######## pipeline_hazard_ctrl ########
pipeline_hazard_ctrl/ff_map.png
(6 px per um)
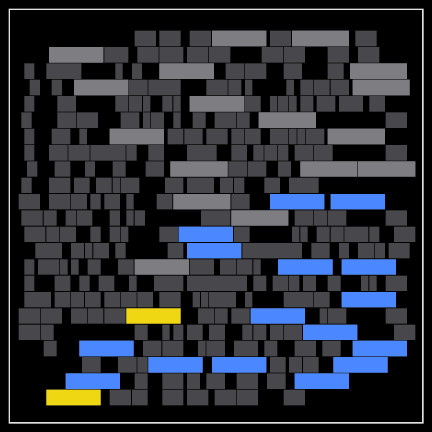

## config.mk

```make
export PLATFORM = sky130hd
export DESIGN_NAME = pipeline_hazard_ctrl
export DESIGN_NICKNAME = d
export VERILOG_FILES = /design/src/rtl/core_pkg.sv /design/src/rtl/sat_counter.sv /design/src/rtl/pipeline_hazard_ctrl.sv
export SDC_FILE = /design/constraint.sdc
export NUM_CORES = 1
export LEC_CHECK = 0
export CORE_UTILIZATION = 42
export CTS_CLUSTER_SIZE = 25
export DETAILED_ROUTE_END_ITERATION = 6
export GPL_ROUTABILITY_DRIVEN = 1
export PLACE_DENSITY = 0.72
export SYNTH_ARGS = -nofsm -noshare
export SYNTH_HDL_FRONTEND = slang
export SYNTH_SLANG_ARGS = --single-unit
```

## constraint.sdc

```tcl
create_clock -name clk -period 1.81 [get_ports clk]
set_input_delay 0.181 -clock clk [delete_from_list [all_inputs] [get_ports clk]]
set_output_delay 0.181 -clock clk [all_outputs]
set_load 0.02 [all_outputs]
```

## src/rtl/core_pkg.sv

```systemverilog
// Shared definitions for the 16-bit core: register-file geometry, special opcodes
// and the hazard controller's state encoding.
package core_pkg;

   localparam int          REG_AW   = 3;
   localparam logic [3:0]  HALT_OP  = 4'hF;
   localparam logic [15:0] NOP_INST = 16'h0000;

   typedef enum logic [1:0] {
      HOLD = 2'd0,
      RUN  = 2'd1,
      HALT = 2'd2
   } state_t;

endpackage

```

## src/rtl/sat_counter.sv

```systemverilog
// Saturating up-counter: sticks at all-ones instead of wrapping; cleared by async reset.
module sat_counter #(
   parameter int W = 16
) (
   input  logic         clk,
   input  logic         reset,
   input  logic         inc,
   output logic [W-1:0] cnt
);

   always_ff @(posedge clk or negedge reset) begin
      if (!reset) begin
         cnt <= '0;
      end else if (inc && (cnt != '1)) begin
         cnt <= cnt + W'(1);
      end
   end

endmodule

```

## src/rtl/pipeline_hazard_ctrl.sv

```systemverilog
// Stall/flush sequencer for the 5-stage core: post-reset hold, prioritized hazard
// resolution while running, and a sticky HALT, plus saturating stall/flush counters.
module pipeline_hazard_ctrl
   import core_pkg::*;
#(
   parameter int         REG_AW   = core_pkg::REG_AW,
   parameter int         CNT_W    = 16,
   parameter int         HOLD_CYC = 2,
   parameter logic [3:0] HALT_OP  = core_pkg::HALT_OP
) (
   input  logic              clk,
   input  logic              reset,
   input  logic [3:0]        opcodeD,
   input  logic [REG_AW-1:0] rs1D,
   input  logic [REG_AW-1:0] rs2D,
   input  logic [REG_AW-1:0] rdE,
   input  logic              memReadE,
   input  logic              branchTakenE,
   input  logic              imemReady,
   input  logic              dmemReqM,
   input  logic              dmemReady,
   output logic              pcEnable,
   output logic              decEnable,
   output logic              flushD,
   output logic              flushE,
   output logic              stallEM,
   output logic              pcSel,
   output logic              halted,
   output logic [CNT_W-1:0]  stallCnt,
   output logic [CNT_W-1:0]  flushCnt
);

   localparam int             HW        = (HOLD_CYC > 1) ? $clog2(HOLD_CYC) : 1;
   localparam logic [HW-1:0]  HOLD_LAST = HW'(HOLD_CYC - 1);

   state_t        state;
   state_t        nextState;
   logic [HW-1:0] holdCnt;
   logic          dmemWait;
   logic          loadUse;
   logic          incStall;
   logic          incFlush;

   assign dmemWait = dmemReqM && !dmemReady;
   assign loadUse  = memReadE && (rdE != '0) && ((rdE == rs1D) || (rdE == rs2D));

   always_ff @(posedge clk or negedge reset) begin
      if (!reset) begin
         state   <= HOLD;
         holdCnt <= '0;
      end else begin
         state <= nextState;
         if ((state == HOLD) && (holdCnt != HOLD_LAST)) begin
            holdCnt <= holdCnt + HW'(1);
         end
      end
   end

   // Rule order matters: a frozen Execute stage must not act on its branch, and a
   // taken branch squashes any wrong-path HALT sitting in Decode.
   always_comb begin
      nextState = state;
      pcEnable  = 1'b0;
      decEnable = 1'b0;
      flushD    = 1'b0;
      flushE    = 1'b0;
      stallEM   = 1'b0;
      pcSel     = 1'b0;
      halted    = 1'b0;
      incStall  = 1'b0;
      incFlush  = 1'b0;
      case (state)
         HOLD: begin
            flushD = 1'b1;
            flushE = 1'b1;
            if (holdCnt == HOLD_LAST) begin
               nextState = RUN;
            end
         end
         RUN: begin
            if (dmemWait) begin
               stallEM = 1'b1;
            end else if (branchTakenE) begin
               pcSel     = 1'b1;
               pcEnable  = 1'b1;
               decEnable = 1'b1;
               flushD    = 1'b1;
               flushE    = 1'b1;
               incFlush  = 1'b1;
            end else if (opcodeD == HALT_OP) begin
               flushE    = 1'b1;
               nextState = HALT;
            end else if (loadUse) begin
               flushE = 1'b1;
            end else if (!imemReady) begin
               decEnable = 1'b1;
               flushD    = 1'b1;
            end else begin
               pcEnable  = 1'b1;
               decEnable = 1'b1;
            end
            incStall = !pcEnable;
         end
         HALT: begin
            flushE = 1'b1;
            halted = 1'b1;
         end
         default: begin
            nextState = HOLD;
         end
      endcase
   end

   sat_counter #(.W(CNT_W)) stallCounter (
      .clk   (clk),
      .reset (reset),
      .inc   (incStall),
      .cnt   (stallCnt)
   );

   sat_counter #(.W(CNT_W)) flushCounter (
      .clk   (clk),
      .reset (reset),
      .inc   (incFlush),
      .cnt   (flushCnt)
   );

endmodule

```

######## aes_byte_packer ########
[config.mk]
export PLATFORM = sky130hd
export DESIGN_NAME = aes_byte_packer
export DESIGN_NICKNAME = d
export VERILOG_FILES = /design/src/rtl/aes_pkg.sv /design/src/rtl/aes_byte_packer.sv
export SDC_FILE = /design/constraint.sdc
export NUM_CORES = 1
export LEC_CHECK = 0
export CAP_MARGIN = 20
export CELL_PAD_IN_SITES_DETAIL_PLACEMENT = 0
export CELL_PAD_IN_SITES_GLOBAL_PLACEMENT = 1
export CORE_ASPECT_RATIO = 0.75
export CORE_MARGIN = 1
export CORE_UTILIZATION = 37
export DETAILED_ROUTE_END_ITERATION = 10
export GPL_ROUTABILITY_DRIVEN = 0
export GPL_TIMING_DRIVEN = 0
export PLACE_DENSITY_LB_ADDON = 0.1
export SETUP_SLACK_MARGIN = 0.05
export SYNTH_ARGS = -nofsm -noshare
export SYNTH_HDL_FRONTEND = slang
export SYNTH_SLANG_ARGS = --single-unit
[constraint.sdc]
create_clock -name clk -period 2.2 [get_ports clk]
set_clock_uncertainty 0.05 [all_clocks]
set_input_delay 0.22 -clock clk [delete_from_list [all_inputs] [get_ports clk]]
set_output_delay 0.22 -clock clk [all_outputs]
set_load 0.03 [all_outputs]
[src/rtl/aes_pkg.sv]
// rtl/aes_pkg.sv - shared AES block constants, block type and byte-slot indexing helper
package aes_pkg;

  localparam int AES_BLK_W = 128;
  localparam int AES_BYTES = 16;

  typedef logic [AES_BLK_W-1:0] aes_blk_t;

  // Bit position of the top bit of byte slot idx; slot 0 sits in [127:120].
  // Used as blk[aes_byte_lsb(idx) -: 8].
  function automatic int aes_byte_lsb(input int idx);
    return 127 - 8 * idx;
  endfunction

endpackage

[src/rtl/aes_byte_packer.sv]
// rtl/aes_byte_packer.sv - packs a byte stream into 128-bit AES blocks with a one-block output holding register
module aes_byte_packer
  import aes_pkg::*;
#(
  parameter int          BLK_BYTES = 16,
  parameter logic [7:0]  PAD_BYTE  = 8'h00
) (
  input  logic         clk,
  input  logic         rst_n,
  input  logic         in_valid,
  output logic         in_ready,
  input  logic [7:0]   in_byte,
  input  logic         in_last,
  output logic         out_valid,
  input  logic         out_ready,
  output logic [127:0] out_blk,
  output logic         out_last,
  output logic [4:0]   out_nbytes,
  output logic         ovf_err
);

  localparam logic [3:0] LAST_SLOT = 4'(BLK_BYTES - 1);

  logic [3:0] acc_cnt;
  aes_blk_t   acc;
  aes_blk_t   blk_next;
  logic       stall_q;
  logic       out_blocked;
  logic       in_xfer;
  logic       completing;
  logic       out_xfer;

  // A completing byte may only enter when the output register is free or draining this cycle.
  assign out_blocked = out_valid && !out_ready;
  assign in_ready    = !(out_blocked && (acc_cnt == LAST_SLOT || in_last));
  assign in_xfer     = in_valid && in_ready;
  assign completing  = in_xfer && (acc_cnt == LAST_SLOT || in_last);
  assign out_xfer    = out_valid && out_ready;

  // Accumulator with the incoming byte merged in and all later slots padded.
  always_comb begin
    blk_next = acc;
    for (int i = 0; i < AES_BYTES; i++) begin
      if (4'(i) == acc_cnt) begin
        blk_next[aes_byte_lsb(i) -: 8] = in_byte;
      end else if (4'(i) > acc_cnt) begin
        blk_next[aes_byte_lsb(i) -: 8] = PAD_BYTE;
      end
    end
  end

  // Accumulation, block hand-off to the holding register, and the sticky protocol checker.
  always_ff @(posedge clk) begin
    if (!rst_n) begin
      acc_cnt    <= '0;
      acc        <= '0;
      out_valid  <= 1'b0;
      out_blk    <= '0;
      out_last   <= 1'b0;
      out_nbytes <= '0;
      ovf_err    <= 1'b0;
      stall_q    <= 1'b0;
    end else begin
      if (completing) begin
        out_blk    <= blk_next;
        out_last   <= in_last;
        out_nbytes <= 5'(acc_cnt) + 5'd1;
        out_valid  <= 1'b1;
        acc_cnt    <= '0;
        acc        <= '0;
      end else begin
        if (in_xfer) begin
          acc     <= blk_next;
          acc_cnt <= acc_cnt + 4'd1;
        end
        if (out_xfer) begin
          out_valid <= 1'b0;
        end
      end
      stall_q <= in_valid && !in_ready;
      if (stall_q && !in_valid) begin
        ovf_err <= 1'b1;
      end
    end
  end

endmodule

######## linear_layer_tiled ########
<file path="src/rtl/linear_pkg.sv">
// Shared FSM encodings, width helper and requant saturation bounds for the tiled linear layer.
package linear_pkg;

  localparam int unsigned STATE_WIDTH = 3;

  localparam logic [STATE_WIDTH-1:0] ST_IDLE  = 3'd0;
  localparam logic [STATE_WIDTH-1:0] ST_LOAD  = 3'd1;
  localparam logic [STATE_WIDTH-1:0] ST_FETCH = 3'd2;
  localparam logic [STATE_WIDTH-1:0] ST_DRAIN = 3'd3;
  localparam logic [STATE_WIDTH-1:0] ST_OUT   = 3'd4;
  localparam logic [STATE_WIDTH-1:0] ST_DONE  = 3'd5;

  // Ceil log2, never below 1 so single-entry indices still get a real bit.
  function automatic int unsigned clog2(input int unsigned value);
    int unsigned r;
    r = 1;
    while ((64'd1 << r) < 64'(value)) r = r + 1;
    return r;
  endfunction

  function automatic longint sat_max(input int unsigned width);
    return (longint'(1) <<< (width - 1)) - longint'(1);
  endfunction

  function automatic longint sat_min(input int unsigned width);
    return -(longint'(1) <<< (width - 1));
  endfunction

endpackage

</file>
<file path="src/rtl/mac_lane.sv">
// One signed MAC accumulator with bias load and combinational ReLU/shift/saturate requant.
module mac_lane
  import linear_pkg::*;
#(
  parameter int unsigned DATA_WIDTH  = 8,
  parameter int unsigned W_WIDTH     = 8,
  parameter int unsigned ACC_WIDTH   = 32,
  parameter int unsigned OUT_WIDTH   = 8,
  parameter int unsigned SHIFT_WIDTH = 5
) (
  input  logic                   clk,
  input  logic                   rst_n,
  input  logic                   load,
  input  logic                   acc_en,
  input  logic [ACC_WIDTH-1:0]   bias,
  input  logic [DATA_WIDTH-1:0]  act,
  input  logic [W_WIDTH-1:0]     weight,
  input  logic                   relu_en,
  input  logic [SHIFT_WIDTH-1:0] shift,
  output logic [OUT_WIDTH-1:0]   result_c
);

  localparam int unsigned PROD_WIDTH = DATA_WIDTH + W_WIDTH;
  localparam logic signed [ACC_WIDTH-1:0] SAT_HI = ACC_WIDTH'(sat_max(OUT_WIDTH));
  localparam logic signed [ACC_WIDTH-1:0] SAT_LO = ACC_WIDTH'(sat_min(OUT_WIDTH));

  logic signed [ACC_WIDTH-1:0]  acc;
  logic signed [PROD_WIDTH-1:0] prod_c;
  logic signed [ACC_WIDTH-1:0]  relu_c;
  logic signed [ACC_WIDTH-1:0]  shifted_c;
  logic signed [ACC_WIDTH-1:0]  sat_c;

  assign prod_c = PROD_WIDTH'($signed(act)) * PROD_WIDTH'($signed(weight));

  // Accumulator wraps modulo 2^ACC_WIDTH by design.
  always_ff @(posedge clk or negedge rst_n) begin
    if (!rst_n) begin
      acc <= '0;
    end else if (load) begin
      acc <= $signed(bias);
    end else if (acc_en) begin
      acc <= acc + ACC_WIDTH'(prod_c);
    end
  end

  always_comb begin
    relu_c = (relu_en && acc[ACC_WIDTH-1]) ? '0 : acc;
    if (32'(shift) >= 32'(ACC_WIDTH)) begin
      shifted_c = relu_c[ACC_WIDTH-1] ? '1 : '0;
    end else begin
      shifted_c = relu_c >>> shift;
    end
    if (shifted_c > SAT_HI) begin
      sat_c = SAT_HI;
    end else if (shifted_c < SAT_LO) begin
      sat_c = SAT_LO;
    end else begin
      sat_c = shifted_c;
    end
    result_c = OUT_WIDTH'(sat_c);
  end

endmodule

</file>
<file path="src/rtl/linear_layer_tiled.sv">
// Tiled linear layer: LANES MAC lanes per group, weights streamed from a 1-cycle bank,
// requantised results leave per group on a valid/ready stream.
module linear_layer_tiled
  import linear_pkg::*;
#(
  parameter int unsigned DATA_WIDTH  = 8,
  parameter int unsigned W_WIDTH     = 8,
  parameter int unsigned ACC_WIDTH   = 32,
  parameter int unsigned OUT_WIDTH   = 8,
  parameter int unsigned N           = 16,
  parameter int unsigned M           = 12,
  parameter int unsigned LANES       = 4,
  parameter int unsigned SHIFT_WIDTH = 5
) (
  input  logic                                clk,
  input  logic                                rst_n,
  input  logic                                start,
  input  logic                                relu_en,
  input  logic [SHIFT_WIDTH-1:0]              shift,
  input  logic [N*DATA_WIDTH-1:0]             act_data,
  input  logic [M*ACC_WIDTH-1:0]              bias_data,
  output logic                                w_rd_en,
  output logic [clog2((M/LANES)*N)-1:0]       w_addr,
  input  logic [LANES*W_WIDTH-1:0]            w_rdata,
  output logic [LANES*OUT_WIDTH-1:0]          out_data,
  output logic [clog2(M/LANES)-1:0]           out_group,
  output logic                                out_valid,
  input  logic                                out_ready,
  output logic                                busy,
  output logic                                done
);

  localparam int unsigned G  = M / LANES;
  localparam int unsigned AW = clog2(G * N);
  localparam int unsigned GW = clog2(G);
  localparam int unsigned KW = clog2(N);

  logic [STATE_WIDTH-1:0] state, state_d;
  logic [GW-1:0]          group_idx, group_d;
  logic [KW-1:0]          tap_idx, tap_d;
  logic                   rd_d;
  logic [AW-1:0]          addr_d;
  logic                   valid_d, busy_d, done_d;
  logic                   capture_c, load_c, out_load_c;

  logic                         mac_en;
  logic [KW-1:0]                mac_tap;
  logic [N*DATA_WIDTH-1:0]      act_q;
  logic [M*ACC_WIDTH-1:0]       bias_q;
  logic                         relu_q;
  logic [SHIFT_WIDTH-1:0]       shift_q;
  logic [DATA_WIDTH-1:0]        mac_act_c;
  logic [LANES*OUT_WIDTH-1:0]   lane_res_c;

  // Next-state and registered-output decode.
  always_comb begin
    state_d    = state;
    group_d    = group_idx;
    tap_d      = tap_idx;
    rd_d       = 1'b0;
    addr_d     = w_addr;
    valid_d    = out_valid;
    busy_d     = busy;
    done_d     = 1'b0;
    capture_c  = 1'b0;
    load_c     = 1'b0;
    out_load_c = 1'b0;
    case (state)
      ST_IDLE: begin
        if (start) begin
          capture_c = 1'b1;
          group_d   = '0;
          busy_d    = 1'b1;
          state_d   = ST_LOAD;
        end
      end
      ST_LOAD: begin
        load_c  = 1'b1;
        tap_d   = '0;
        rd_d    = 1'b1;
        addr_d  = AW'(32'(group_idx) * N);
        state_d = ST_FETCH;
      end
      ST_FETCH: begin
        if (tap_idx == KW'(N - 1)) begin
          state_d = ST_DRAIN;
        end else begin
          tap_d  = tap_idx + KW'(1);
          rd_d   = 1'b1;
          addr_d = w_addr + AW'(1);
        end
      end
      ST_DRAIN: begin
        state_d = ST_OUT;
      end
      ST_OUT: begin
        if (!out_valid) begin
          out_load_c = 1'b1;
          valid_d    = 1'b1;
        end else if (out_ready) begin
          valid_d = 1'b0;
          if (group_idx == GW'(G - 1)) begin
            done_d  = 1'b1;
            busy_d  = 1'b0;
            state_d = ST_DONE;
          end else begin
            group_d = group_idx + GW'(1);
            state_d = ST_LOAD;
          end
        end
      end
      ST_DONE: begin
        state_d = ST_IDLE;
      end
      default: begin
        state_d = ST_IDLE;
      end
    endcase
  end

  always_ff @(posedge clk or negedge rst_n) begin
    if (!rst_n) begin
      state     <= ST_IDLE;
      group_idx <= '0;
      tap_idx   <= '0;
      w_rd_en   <= 1'b0;
      w_addr    <= '0;
      out_valid <= 1'b0;
      busy      <= 1'b0;
      done      <= 1'b0;
    end else begin
      state     <= state_d;
      group_idx <= group_d;
      tap_idx   <= tap_d;
      w_rd_en   <= rd_d;
      w_addr    <= addr_d;
      out_valid <= valid_d;
      busy      <= busy_d;
      done      <= done_d;
    end
  end

  // MAC stage trails the read issue by one cycle to match the bank latency.
  always_ff @(posedge clk or negedge rst_n) begin
    if (!rst_n) begin
      mac_en    <= 1'b0;
      mac_tap   <= '0;
      act_q     <= '0;
      bias_q    <= '0;
      relu_q    <= 1'b0;
      shift_q   <= '0;
      out_data  <= '0;
      out_group <= '0;
    end else begin
      mac_en  <= w_rd_en;
      mac_tap <= tap_idx;
      if (capture_c) begin
        act_q   <= act_data;
        bias_q  <= bias_data;
        relu_q  <= relu_en;
        shift_q <= shift;
      end
      if (out_load_c) begin
        out_data  <= lane_res_c;
        out_group <= group_idx;
      end
    end
  end

  assign mac_act_c = act_q[32'(mac_tap) * DATA_WIDTH +: DATA_WIDTH];

  for (genvar l = 0; l < LANES; l++) begin : g_lane
    mac_lane #(
      .DATA_WIDTH  (DATA_WIDTH),
      .W_WIDTH     (W_WIDTH),
      .ACC_WIDTH   (ACC_WIDTH),
      .OUT_WIDTH   (OUT_WIDTH),
      .SHIFT_WIDTH (SHIFT_WIDTH)
    ) u_lane (
      .clk      (clk),
      .rst_n    (rst_n),
      .load     (load_c),
      .acc_en   (mac_en),
      .bias     (bias_q[(32'(group_idx) * LANES + l) * ACC_WIDTH +: ACC_WIDTH]),
      .act      (mac_act_c),
      .weight   (w_rdata[l * W_WIDTH +: W_WIDTH]),
      .relu_en  (relu_q),
      .shift    (shift_q),
      .result_c (lane_res_c[l * OUT_WIDTH +: OUT_WIDTH])
    );
  end

endmodule

</file>
<file path="config.mk">
export PLATFORM = sky130hd
export DESIGN_NAME = linear_layer_tiled
export DESIGN_NICKNAME = d
export VERILOG_FILES = /design/src/rtl/linear_pkg.sv /design/src/rtl/mac_lane.sv /design/src/rtl/linear_layer_tiled.sv
export SDC_FILE = /design/constraint.sdc
export NUM_CORES = 2
export LEC_CHECK = 0
export CAP_MARGIN = 5
export CORE_ASPECT_RATIO = 1.4
export CORE_MARGIN = 2
export CORE_UTILIZATION = 41
export DETAILED_ROUTE_END_ITERATION = 6
export HOLD_SLACK_MARGIN = 0.12
export SKIP_LAST_GASP = 1
export SYNTH_ARGS = -nofsm -noshare
export SYNTH_HDL_FRONTEND = slang
export SYNTH_SLANG_ARGS = --single-unit
</file>
<file path="constraint.sdc">
create_clock -name clk -period 15.9 [get_ports clk]
set_input_delay 3.975 -clock clk [delete_from_list [all_inputs] [get_ports clk]]
set_output_delay 3.975 -clock clk [all_outputs]
set_load 0.02 [all_outputs]
</file>
######## pattern_detect_ctrl_flat ########
==> config.mk <==
export PLATFORM = sky130hd
export DESIGN_NAME = pattern_detect_ctrl_flat
export DESIGN_NICKNAME = d
export VERILOG_FILES = /design/src/rtl/pattern_detect_ctrl_pkg.sv /design/src/rtl/pattern_detect_ctrl_if.sv /design/src/rtl/pattern_detect_ctrl_led_stretch.sv /design/src/rtl/pattern_detect_ctrl.sv /design/src/flat_wrapper.sv
export SDC_FILE = /design/constraint.sdc
export NUM_CORES = 1
export LEC_CHECK = 0
export CORE_UTILIZATION = 40
export CTS_CLUSTER_SIZE = 10
export DETAILED_ROUTE_END_ITERATION = 6
export PLACE_DENSITY_LB_ADDON = 0.08
export SYNTH_ARGS = -nofsm -noshare
export SYNTH_HDL_FRONTEND = slang
export SYNTH_SLANG_ARGS = --single-unit
==> constraint.sdc <==
create_clock -name i_clock -period 3.1 [get_ports i_clock]
set_clock_uncertainty 0.15 [all_clocks]
set_input_delay 0.31 -clock i_clock [delete_from_list [all_inputs] [get_ports i_clock]]
set_output_delay 0.31 -clock i_clock [all_outputs]
set_load 0.02 [all_outputs]
==> src/rtl/pattern_detect_ctrl_pkg.sv <==
// Shared definitions for the front-panel pattern detection controller:
// controller states and default sizing.
package seq_ctrl_pkg;

   localparam int DEF_PAT_W   = 4;
   localparam int DEF_CNT_W   = 8;
   localparam int DEF_STRETCH = 4;

   typedef enum logic [1:0] {
      IDLE  = 2'd0,
      ARMED = 2'd1,
      HALT  = 2'd2
   } state_e;

endpackage

==> src/rtl/pattern_detect_ctrl_if.sv <==
// Configuration, control and serial-bit bundle of pattern_detect_ctrl.
// The master side drives the i_* signals and the slave side drives the o_* signals.
interface pattern_detect_ctrl_if #(
   parameter int PAT_W = seq_ctrl_pkg::DEF_PAT_W,
   parameter int CNT_W = seq_ctrl_pkg::DEF_CNT_W
);
   import seq_ctrl_pkg::*;

   logic             i_cfg_valid;
   logic             o_cfg_ready;
   logic [PAT_W-1:0] i_cfg_pattern;
   logic [CNT_W-1:0] i_cfg_limit;
   logic             i_arm;
   logic             i_disarm;
   logic             i_bit_valid;
   logic             i_btn;
   logic             o_armed;
   logic             o_halted;
   logic             o_match;
   logic [CNT_W-1:0] o_match_count;
   logic             o_led;

   modport master (
      output i_cfg_valid, i_cfg_pattern, i_cfg_limit, i_arm, i_disarm, i_bit_valid, i_btn,
      input  o_cfg_ready, o_armed, o_halted, o_match, o_match_count, o_led
   );

   modport slave (
      input  i_cfg_valid, i_cfg_pattern, i_cfg_limit, i_arm, i_disarm, i_bit_valid, i_btn,
      output o_cfg_ready, o_armed, o_halted, o_match, o_match_count, o_led
   );

endinterface

==> src/rtl/pattern_detect_ctrl_led_stretch.sv <==
// LED pulse stretcher: a trigger (re)loads a STRETCH-cycle down-counter and
// the output stays high while the counter is non-zero.
module led_stretch #(
   parameter int STRETCH = seq_ctrl_pkg::DEF_STRETCH
) (
   input  logic i_clock,
   input  logic i_reset,
   input  logic trigger,
   input  logic clear,
   output logic level
);
   import seq_ctrl_pkg::*;

   localparam int CW = $clog2(STRETCH + 1);
   localparam logic [CW-1:0] LOAD = CW'(STRETCH);

   logic [CW-1:0] cnt_reg;

   always_ff @(posedge i_clock) begin
      if (i_reset || clear) begin
         cnt_reg <= '0;
      end else if (trigger) begin
         cnt_reg <= LOAD;
      end else if (cnt_reg != '0) begin
         cnt_reg <= cnt_reg - CW'(1);
      end
   end

   assign level = (cnt_reg != '0);

endmodule

==> src/rtl/pattern_detect_ctrl.sv <==
// Configurable serial-pattern detector with arm/disarm sequencing, match limit
// and stretched LED; define PAT_OVERLAP_EN to detect overlapping occurrences.
module pattern_detect_ctrl #(
   parameter int PAT_W   = seq_ctrl_pkg::DEF_PAT_W,
   parameter int CNT_W   = seq_ctrl_pkg::DEF_CNT_W,
   parameter int STRETCH = seq_ctrl_pkg::DEF_STRETCH
) (
   input logic                  i_clock,
   input logic                  i_reset,
   pattern_detect_ctrl_if.slave bus
);
   import seq_ctrl_pkg::*;

   localparam logic [1:0] S_IDLE  = IDLE;
   localparam logic [1:0] S_ARMED = ARMED;
   localparam logic [1:0] S_HALT  = HALT;
   localparam int FILL_W = $clog2(PAT_W + 1);
   localparam logic [FILL_W-1:0] FILL_FULL = FILL_W'(PAT_W);

   logic [1:0]        state_reg, state_next;
   logic [PAT_W-1:0]  pattern_reg, hist_reg, hist_next, match_bits;
   logic [CNT_W-1:0]  limit_reg, count_reg, count_next;
   logic [FILL_W-1:0] fill_reg, fill_next, fill_after;
   logic              match_reg;
   logic              cfg_xfer, arm_go, bit_go, hit, halt_hit, led_level;

   assign cfg_xfer = bus.i_cfg_valid && (state_reg == S_IDLE);
   assign arm_go   = bus.i_arm && (state_reg == S_IDLE);
   // A disarm wins over a same-cycle bit, so that bit never reaches the history.
   assign bit_go   = bus.i_bit_valid && (state_reg == S_ARMED) && !bus.i_disarm;

   assign hist_next  = {hist_reg[PAT_W-2:0], bus.i_btn};
   assign fill_next  = (fill_reg == FILL_FULL) ? FILL_FULL : fill_reg + FILL_W'(1);
   assign count_next = (&count_reg) ? count_reg : count_reg + CNT_W'(1);

   for (genvar gi = 0; gi < PAT_W; gi++) begin : g_cmp
      assign match_bits[gi] = ~(hist_next[gi] ^ pattern_reg[gi]);
   end

   assign hit      = bit_go && (fill_next == FILL_FULL) && (&match_bits);
   assign halt_hit = hit && (limit_reg != '0) && (count_next == limit_reg);

`ifdef PAT_OVERLAP_EN
   assign fill_after = fill_next;
`else
   assign fill_after = hit ? '0 : fill_next;
`endif

   always_comb begin
      state_next = state_reg;
      case (state_reg)
         S_IDLE:  if (bus.i_arm) state_next = S_ARMED;
         S_ARMED: begin
            if (bus.i_disarm)  state_next = S_IDLE;
            else if (halt_hit) state_next = S_HALT;
         end
         S_HALT:  if (bus.i_disarm) state_next = S_IDLE;
         default: state_next = S_IDLE;
      endcase
   end

   always_ff @(posedge i_clock) begin
      if (i_reset) begin
         state_reg   <= S_IDLE;
         pattern_reg <= '0;
         limit_reg   <= '0;
         hist_reg    <= '0;
         fill_reg    <= '0;
         count_reg   <= '0;
         match_reg   <= 1'b0;
      end else begin
         state_reg <= state_next;
         match_reg <= hit;
         if (cfg_xfer) begin
            pattern_reg <= bus.i_cfg_pattern;
            limit_reg   <= bus.i_cfg_limit;
         end
         if (arm_go) begin
            hist_reg  <= '0;
            fill_reg  <= '0;
            count_reg <= '0;
         end else if (bit_go) begin
            hist_reg <= hist_next;
            fill_reg <= fill_after;
            if (hit) count_reg <= count_next;
         end
      end
   end

   led_stretch #(.STRETCH(STRETCH)) u_led (
      .i_clock (i_clock),
      .i_reset (i_reset),
      .trigger (hit),
      .clear   (arm_go),
      .level   (led_level)
   );

   assign bus.o_cfg_ready   = (state_reg == S_IDLE);
   assign bus.o_armed       = (state_reg == S_ARMED);
   assign bus.o_halted      = (state_reg == S_HALT);
   assign bus.o_match       = match_reg;
   assign bus.o_match_count = count_reg;
   assign bus.o_led         = led_level;

endmodule

==> src/flat_wrapper.sv <==
// flat-port wrapper written by rule: the top's interface ports become plain ports
module pattern_detect_ctrl_flat import seq_ctrl_pkg::*;
#(
   parameter int PAT_W   = seq_ctrl_pkg::DEF_PAT_W,
   parameter int CNT_W   = seq_ctrl_pkg::DEF_CNT_W,
   parameter int STRETCH = seq_ctrl_pkg::DEF_STRETCH
)
  (i_clock, i_reset, bus_i_cfg_valid, bus_i_cfg_pattern, bus_i_cfg_limit, bus_i_arm, bus_i_disarm, bus_i_bit_valid, bus_i_btn, bus_o_cfg_ready, bus_o_armed, bus_o_halted, bus_o_match, bus_o_match_count, bus_o_led);
  pattern_detect_ctrl_if #(.PAT_W(PAT_W), .CNT_W(CNT_W)) bus_i ();
  input logic i_clock;
  input logic i_reset;
  input wire logic [$bits(bus_i.i_cfg_valid)-1:0] bus_i_cfg_valid;
  input wire logic [$bits(bus_i.i_cfg_pattern)-1:0] bus_i_cfg_pattern;
  input wire logic [$bits(bus_i.i_cfg_limit)-1:0] bus_i_cfg_limit;
  input wire logic [$bits(bus_i.i_arm)-1:0] bus_i_arm;
  input wire logic [$bits(bus_i.i_disarm)-1:0] bus_i_disarm;
  input wire logic [$bits(bus_i.i_bit_valid)-1:0] bus_i_bit_valid;
  input wire logic [$bits(bus_i.i_btn)-1:0] bus_i_btn;
  output wire logic [$bits(bus_i.o_cfg_ready)-1:0] bus_o_cfg_ready;
  output wire logic [$bits(bus_i.o_armed)-1:0] bus_o_armed;
  output wire logic [$bits(bus_i.o_halted)-1:0] bus_o_halted;
  output wire logic [$bits(bus_i.o_match)-1:0] bus_o_match;
  output wire logic [$bits(bus_i.o_match_count)-1:0] bus_o_match_count;
  output wire logic [$bits(bus_i.o_led)-1:0] bus_o_led;
  assign bus_i.i_cfg_valid = bus_i_cfg_valid;
  assign bus_i.i_cfg_pattern = bus_i_cfg_pattern;
  assign bus_i.i_cfg_limit = bus_i_cfg_limit;
  assign bus_i.i_arm = bus_i_arm;
  assign bus_i.i_disarm = bus_i_disarm;
  assign bus_i.i_bit_valid = bus_i_bit_valid;
  assign bus_i.i_btn = bus_i_btn;
  assign bus_o_cfg_ready = bus_i.o_cfg_ready;
  assign bus_o_armed = bus_i.o_armed;
  assign bus_o_halted = bus_i.o_halted;
  assign bus_o_match = bus_i.o_match;
  assign bus_o_match_count = bus_i.o_match_count;
  assign bus_o_led = bus_i.o_led;
  pattern_detect_ctrl #(.PAT_W(PAT_W), .CNT_W(CNT_W), .STRETCH(STRETCH)) u_core (.i_clock(i_clock), .i_reset(i_reset), .bus(bus_i));
endmodule
aes_byte_packer/m4.png
(2 px per um)
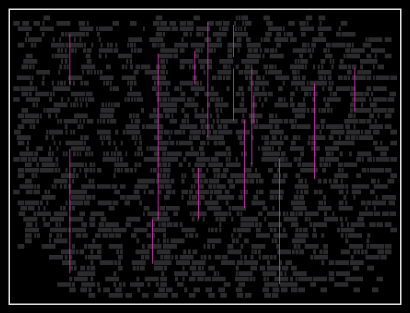
longest straight run = 83.0 um
main direction = vertical

aes_byte_packer/layers.png
(2 px per um)
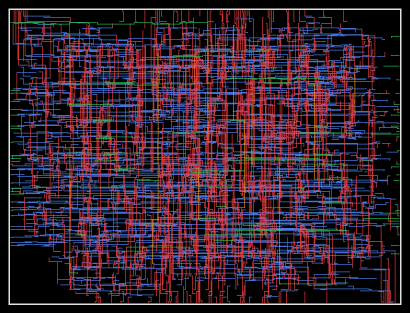
blue -> M1  # wire length 17,600 um
red -> M2  # wire length 15,500 um
orange -> M4  # wire length 567 um
green -> M3  # wire length 1,510 um
final routed wirelength across all metal layers: 35,200 um
total global routing track utilization: 0.244
post-detailed-route wirelength per cell: 20.3 um
via count: 9,469

==> reports/qor.log, aes_byte_packer <==
[outcome] run status complete, no violations
[critical_path] cell with the largest stage delay on the worst path dfxtp_4
[timing] final hold slack 0.381 ns
[min_path] classification of the worst-slack hold path in2reg
[cells_and_area] most numerous logic cell after layout dfxtp_1
[cells_and_area] number of filler cells placed in the layout 2,683
[synth] cell area after technology mapping 10,300 sq um
[synth] synthesized chip area reported by yosys 10,300 sq um
[synth] Post-synth seq share 0.506
[clocking] Clock Tree Buf Depth 3
[timing] setup repair after global routing missed its margin true
[cells_and_area] proportion of cell area occupied by registers 0.393
[place] Placement Cell Area 12,200 sq um
[global_route] GRT Max-Usage Layer met2
[timing] upper clock frequency limit 482 MHz
[synth] post-synthesis adder-cell area fraction 0.00484
[global_route] overflow left after global routing 0
[synth] yosys aoi share 0.255
[cells_and_area] Non-clk bufs 268
[synth] async set-reset flop share out of synthesis 0
[cells_and_area] ratio of cells with drive above 1 in the final layout 0.120
[timing] transition time of the tightest slew-check pin 0.881 ns
[timing] final clock period utilization by the worst path 0.943
[clocking] clock root buffer clkbuf_16
[critical_path] critical path depth 10
[place] Setup Slack @ Placement -0.586 ns
[cells_and_area] Comb/total area 0.347
[critical_path] r2r startpoint acc_cnt[1]
[synth] Dominant comb cell AND-OR/OR-AND gates
[synth] Yosys warnings 0
[clocking] number of levels in the clock H-tree 1
[critical_path] list of cells traversed by the critical path buf_6, buf_6, clkbuf_8, inv_2, ha_4, nand3b_1, buf_6, nor2_1, a31oi_2, a211oi_1
[cells_and_area] count of clock-net buffers in the final layout 37
[routing] detailed-router iteration count before antenna repair 6
[floorplanning] overall die height 147 um
[cells_and_area] Area growth, synth to finish 28.7%
[synth] area fraction in and, or, nand and nor cells 0.157
[critical_path] source of the critical timing path acc_cnt[1]
[aes_byte_packer: sequential cells by signal (all words and copies together) (netlist names)]
register and count:
acc_cnt 4, out_blk 128, stall_q 1, out_last 1, out_valid 1, ovf_err 1, out_nbytes 5, acc 120
[aes_byte_packer: cell families (layout without fill, tap and decap cells)]
logic type	Yosys count	after routing
flip-flops	261	261
adder cells (fa/ha/maj)	4	4
AND-OR/OR-AND	400	400
XOR/XNOR	4	4
AND/OR/NAND/NOR	370	370
multiplexers	15	15
other	0	1
buffers and inverters	132	327
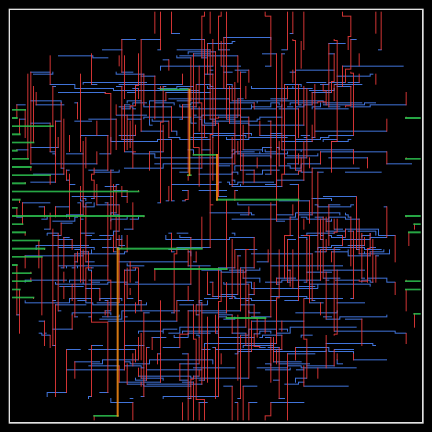
pipeline_hazard_ctrl/layers.png
(6 px per um)
red -> M2  # wire length 2,050 um
green -> M3  # wire length 176 um
blue -> M1  # wire length 1,980 um
orange -> M4  # wire length 49.6 um
total global routing track utilization: 0.203
final routed wirelength across all metal layers: 4260 um

pipeline_hazard_ctrl/closeup.png
Region (42, 7) to (62, 27) um. Cells in grey, sequential cells in the stronger grey; small squares are vias.
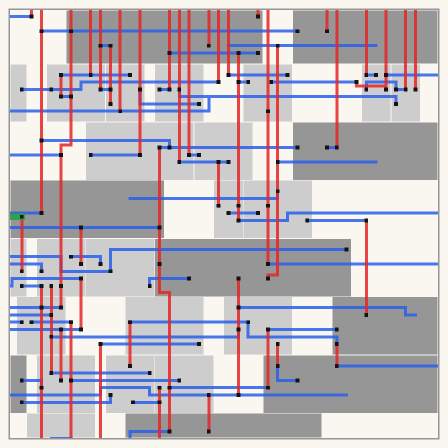
blue -> M1
green -> M3
red -> M2
netlist names of flops here include = flushCounter.cnt (7)
sequential cells in the window = 7
most frequent = dfrtp_1 (7), buf_4 (4), xnor2_1 (3)
cells with their middle in the window = 25

Notes on pipeline_hazard_ctrl/ff_map.png above:
yellow -> state  # placed flops 2
blue -> flushCounter.cnt  # placed flops 16
Flop area: 888 sq um
Core Util, Final: 0.681
proportion of cell area occupied by registers: 0.315

==> reports/qor.log, pipeline_hazard_ctrl <==
[cells_and_area] Non-clk bufs 90
[critical_path] crit end category primary output
[cells_and_area] ratio of cells with drive above 1 in the final layout 0.292
[routing] Max Used Layer met4
[place] hpwl dp 3220 um
[cells_and_area] most numerous logic cell after layout clkdlybuf4s50_1
[synth] Dominant comb cell simple AND/OR/NAND/NOR gates
[timing] transition time of the tightest slew-check pin 0.458 ns
[cells_and_area] Area growth, synth to finish 51.3%
[routing] met3 wire length 176 um
[synth] Post-synth seq share 0.469
[critical_path] critical path depth 8
[synth] Yosys warnings 0
[timing] shortest period the worst path allows 1.74 ns
[routing] post-route antenna net violation count 0
[place] PortBufs 58
[global_route] largest net degree at the start of global routing 36
[critical_path] reg2reg path depth 5
[outcome] run status complete, no violations
[critical_path] total buffers and inverters traversed by the critical path 2
[synth] number of nets at floorplan 206
[pipeline_hazard_ctrl: metrics by stage]
stage / utilization / hold slack, ns / cells
after floorplan: - / -0.115 / 184
after global placement: 0.659 / 0.465 / 319
after detailed placement: 0.659 / 0.464 / 319
after CTS: 0.675 / 0.326 / 327
after global routing: 0.681 / 0.358 / 327
final: 0.681 / 0.316 / 327
[pipeline_hazard_ctrl: state kept, by name, indices dropped and copies added (netlist names)]
name,count
flushCounter.cnt,16
holdCnt,1
state,2
stallCounter.cnt,16
pattern_detect_ctrl_flat/ff_map.png
(6 px per um)
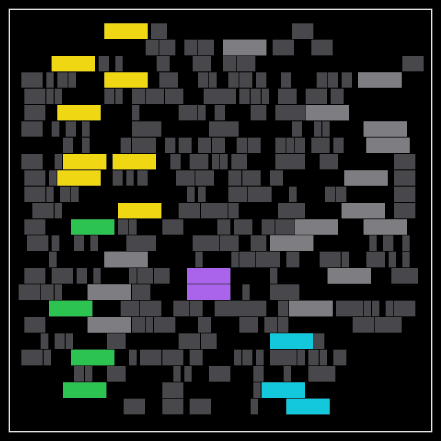
cyan -> u_core.fill_reg  # placed flops 3
purple -> u_core.state_reg  # placed flops 2
yellow -> u_core.limit_reg  # placed flops 8
green -> u_core.pattern_reg  # placed flops 4, where bottom left
not coloured = 15
Flop area: 641 sq um
Core Util, Final: 0.501

==> reports/qor.log, pattern_detect_ctrl_flat <==
[outcome] run status complete, no violations
[timing] accumulated negative setup slack 0 ns
[cells_and_area] Logic Gate Count 167
[cells_and_area] Non-clk bufs 33
[global_route] GRT Max-Usage Layer met2
[place] Placement Cell Area 2120 sq um
[critical_path] critical path start-end classification reg2reg
[clocking] # resized after CTS 0
[cells_and_area] count of non-filler cells in the finished layout 301
[clocking] clock-pin slew of the registers on the worst-case setup and hold paths 0.06 ns
[global_route] routing usage on met1 0.226
[critical_path] cell type with the highest occurrence count on the critical path a211o_1
[synth] Dominant comb cell simple AND/OR/NAND/NOR gates
[global_route] wire length of the first global-routing pass 6620 um
[floorplanning] I/O pin cnt 32
[routing] via count 1,583
[synth] Post-synth seq share 0.345
[clocking] post-cts hold buffer count 0
[clocking] clock tree from TritonCTS done
[cells_and_area] FFs & Latches 32
[timing] relative max-transition margin 0.659
[min_path] classification of the worst-slack hold path reg2reg
[routing] post-detailed-route wirelength per cell 12.6 um
[timing] Slew Viols, Final 0
[place] number of placed instances, taps included 293
[cells_and_area] total non-filler cell area in the finished layout 2210 sq um
[clocking] number of CTS-inserted buffers 5
[synth] leading cell types by count after synthesis 33 x nand2_1, 32 x a21oi_1, 32 x dfxtp_1
[floorplanning] placeable core area 4410 sq um
[synth] async set-reset flop share out of synthesis 0
## pattern_detect_ctrl_flat: worst paths after layout
kind	startpoint	end	slack, ns	depth (start not counted)
worst max-delay path	u_core.bus.o_match_count[0]	u_core.state_reg[1]	0.67	7
worst min-delay path	u_core.pattern_reg[0]	u_core.pattern_reg[0]	0.32	2
worst max register to register	u_core.bus.o_match_count[0]	u_core.state_reg[1]	0.67	7
worst min register to register	u_core.pattern_reg[0]	u_core.pattern_reg[0]	0.32	2
linear_layer_tiled/closeup.png
Region (234, 104) to (254, 124) um. Cells in grey, sequential cells in the stronger grey; small squares are vias.
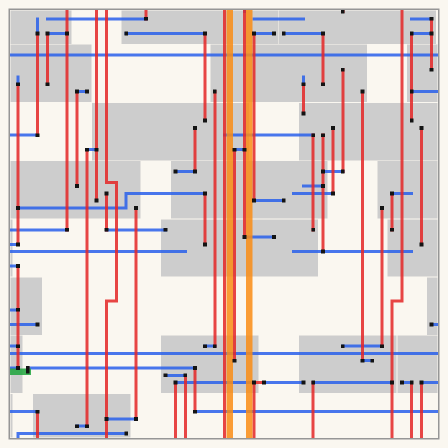
orange -> M4
blue -> M1
green -> M3
red -> M2
most frequent = fa_1 (9), ha_1 (3)
sequential cells in the window = 0
cells with their middle in the window = 12

linear_layer_tiled/layers.png
(1 px per um)
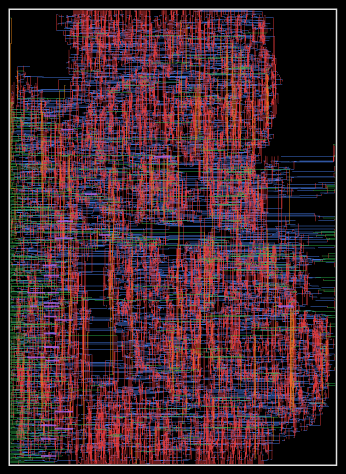
green -> M3  # wire length 11,600 um
blue -> M1  # wire length 76.3 mm
orange -> M4  # wire length 5,990 um
red -> M2  # wire length 89.4 mm
purple -> M5  # wire length 342 um

==> reports/qor.log, linear_layer_tiled <==
[critical_path] startpoint types input pin
[place] hpwl dp 139,000 um
[routing] met3 wire length 11,600 um
[timing] final clock period utilization by the worst path 0.639
[synth] post-synthesis adder-cell area fraction 0.243
[synth] leading cell types by count after synthesis 704 x dfrtp_1, 663 x mux2_2, 544 x fa_1
[clocking] number of levels in the clock H-tree 3
[outcome] run status complete, no violations
[timing] shortest period the worst path allows 10.16 ns
[synth] yosys aoi share 0.113
[clocking] # resized after CTS 0
[floorplanning] total number of placement rows 165
[synth] library cells used by synthesis 91
[timing] final hold violation count 0
[global_route] GRT met3 Usage 0.0543
[linear_layer_tiled: metrics by stage]
step	setup slack, ns	hold slack (ns)
2_1_floorplan	5.95	0.392
3_3_place_gp	5.08	0.364
3_5_place_dp	5.04	0.376
4_1_cts	5.77	0.381
5_1_grt	5.19	0.397
6_report	5.74	0.382

==> layout pictures side by side <==
Routed clock nets over the placement.
(a)
(1 px per um)
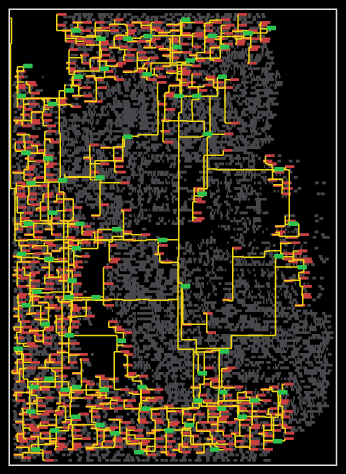
(b)
(1.5 px per um)
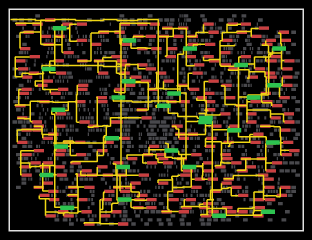
(c)
(4 px per um)
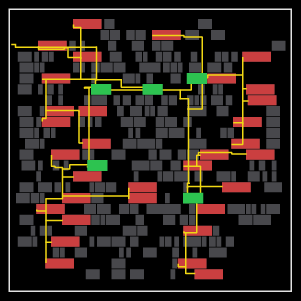
(d)
(4 px per um)
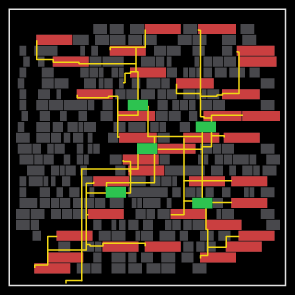
(d) comes from pipeline_hazard_ctrl.
(a) comes from linear_layer_tiled.
(c) comes from pattern_detect_ctrl_flat.
(b) comes from aes_byte_packer.



## Gallery

Congestion heat map.
picture 1
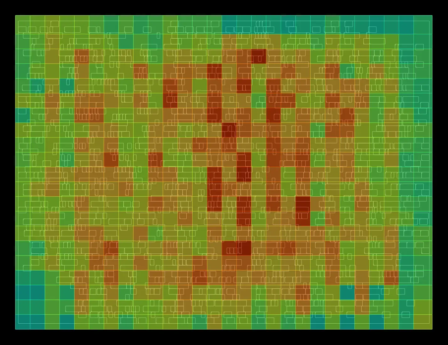
picture 2
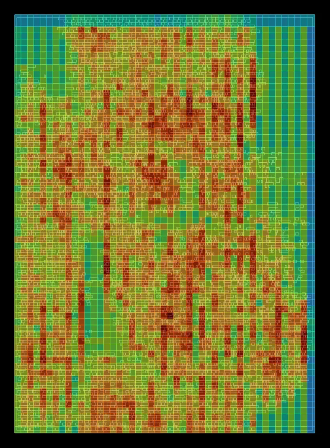
picture 3
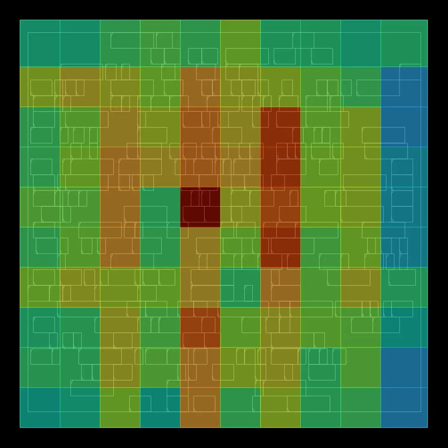
picture 4
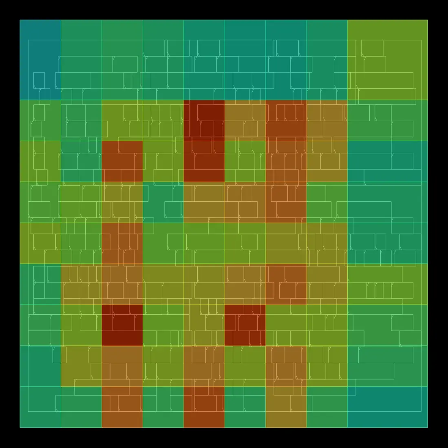
Of these, highest utilization: picture 4
Of these, lowest track usage: picture 3
Picture 1 comes from aes_byte_packer.
Picture 4 comes from pipeline_hazard_ctrl.
Picture 3 comes from pattern_detect_ctrl_flat.
Picture 2 comes from linear_layer_tiled.

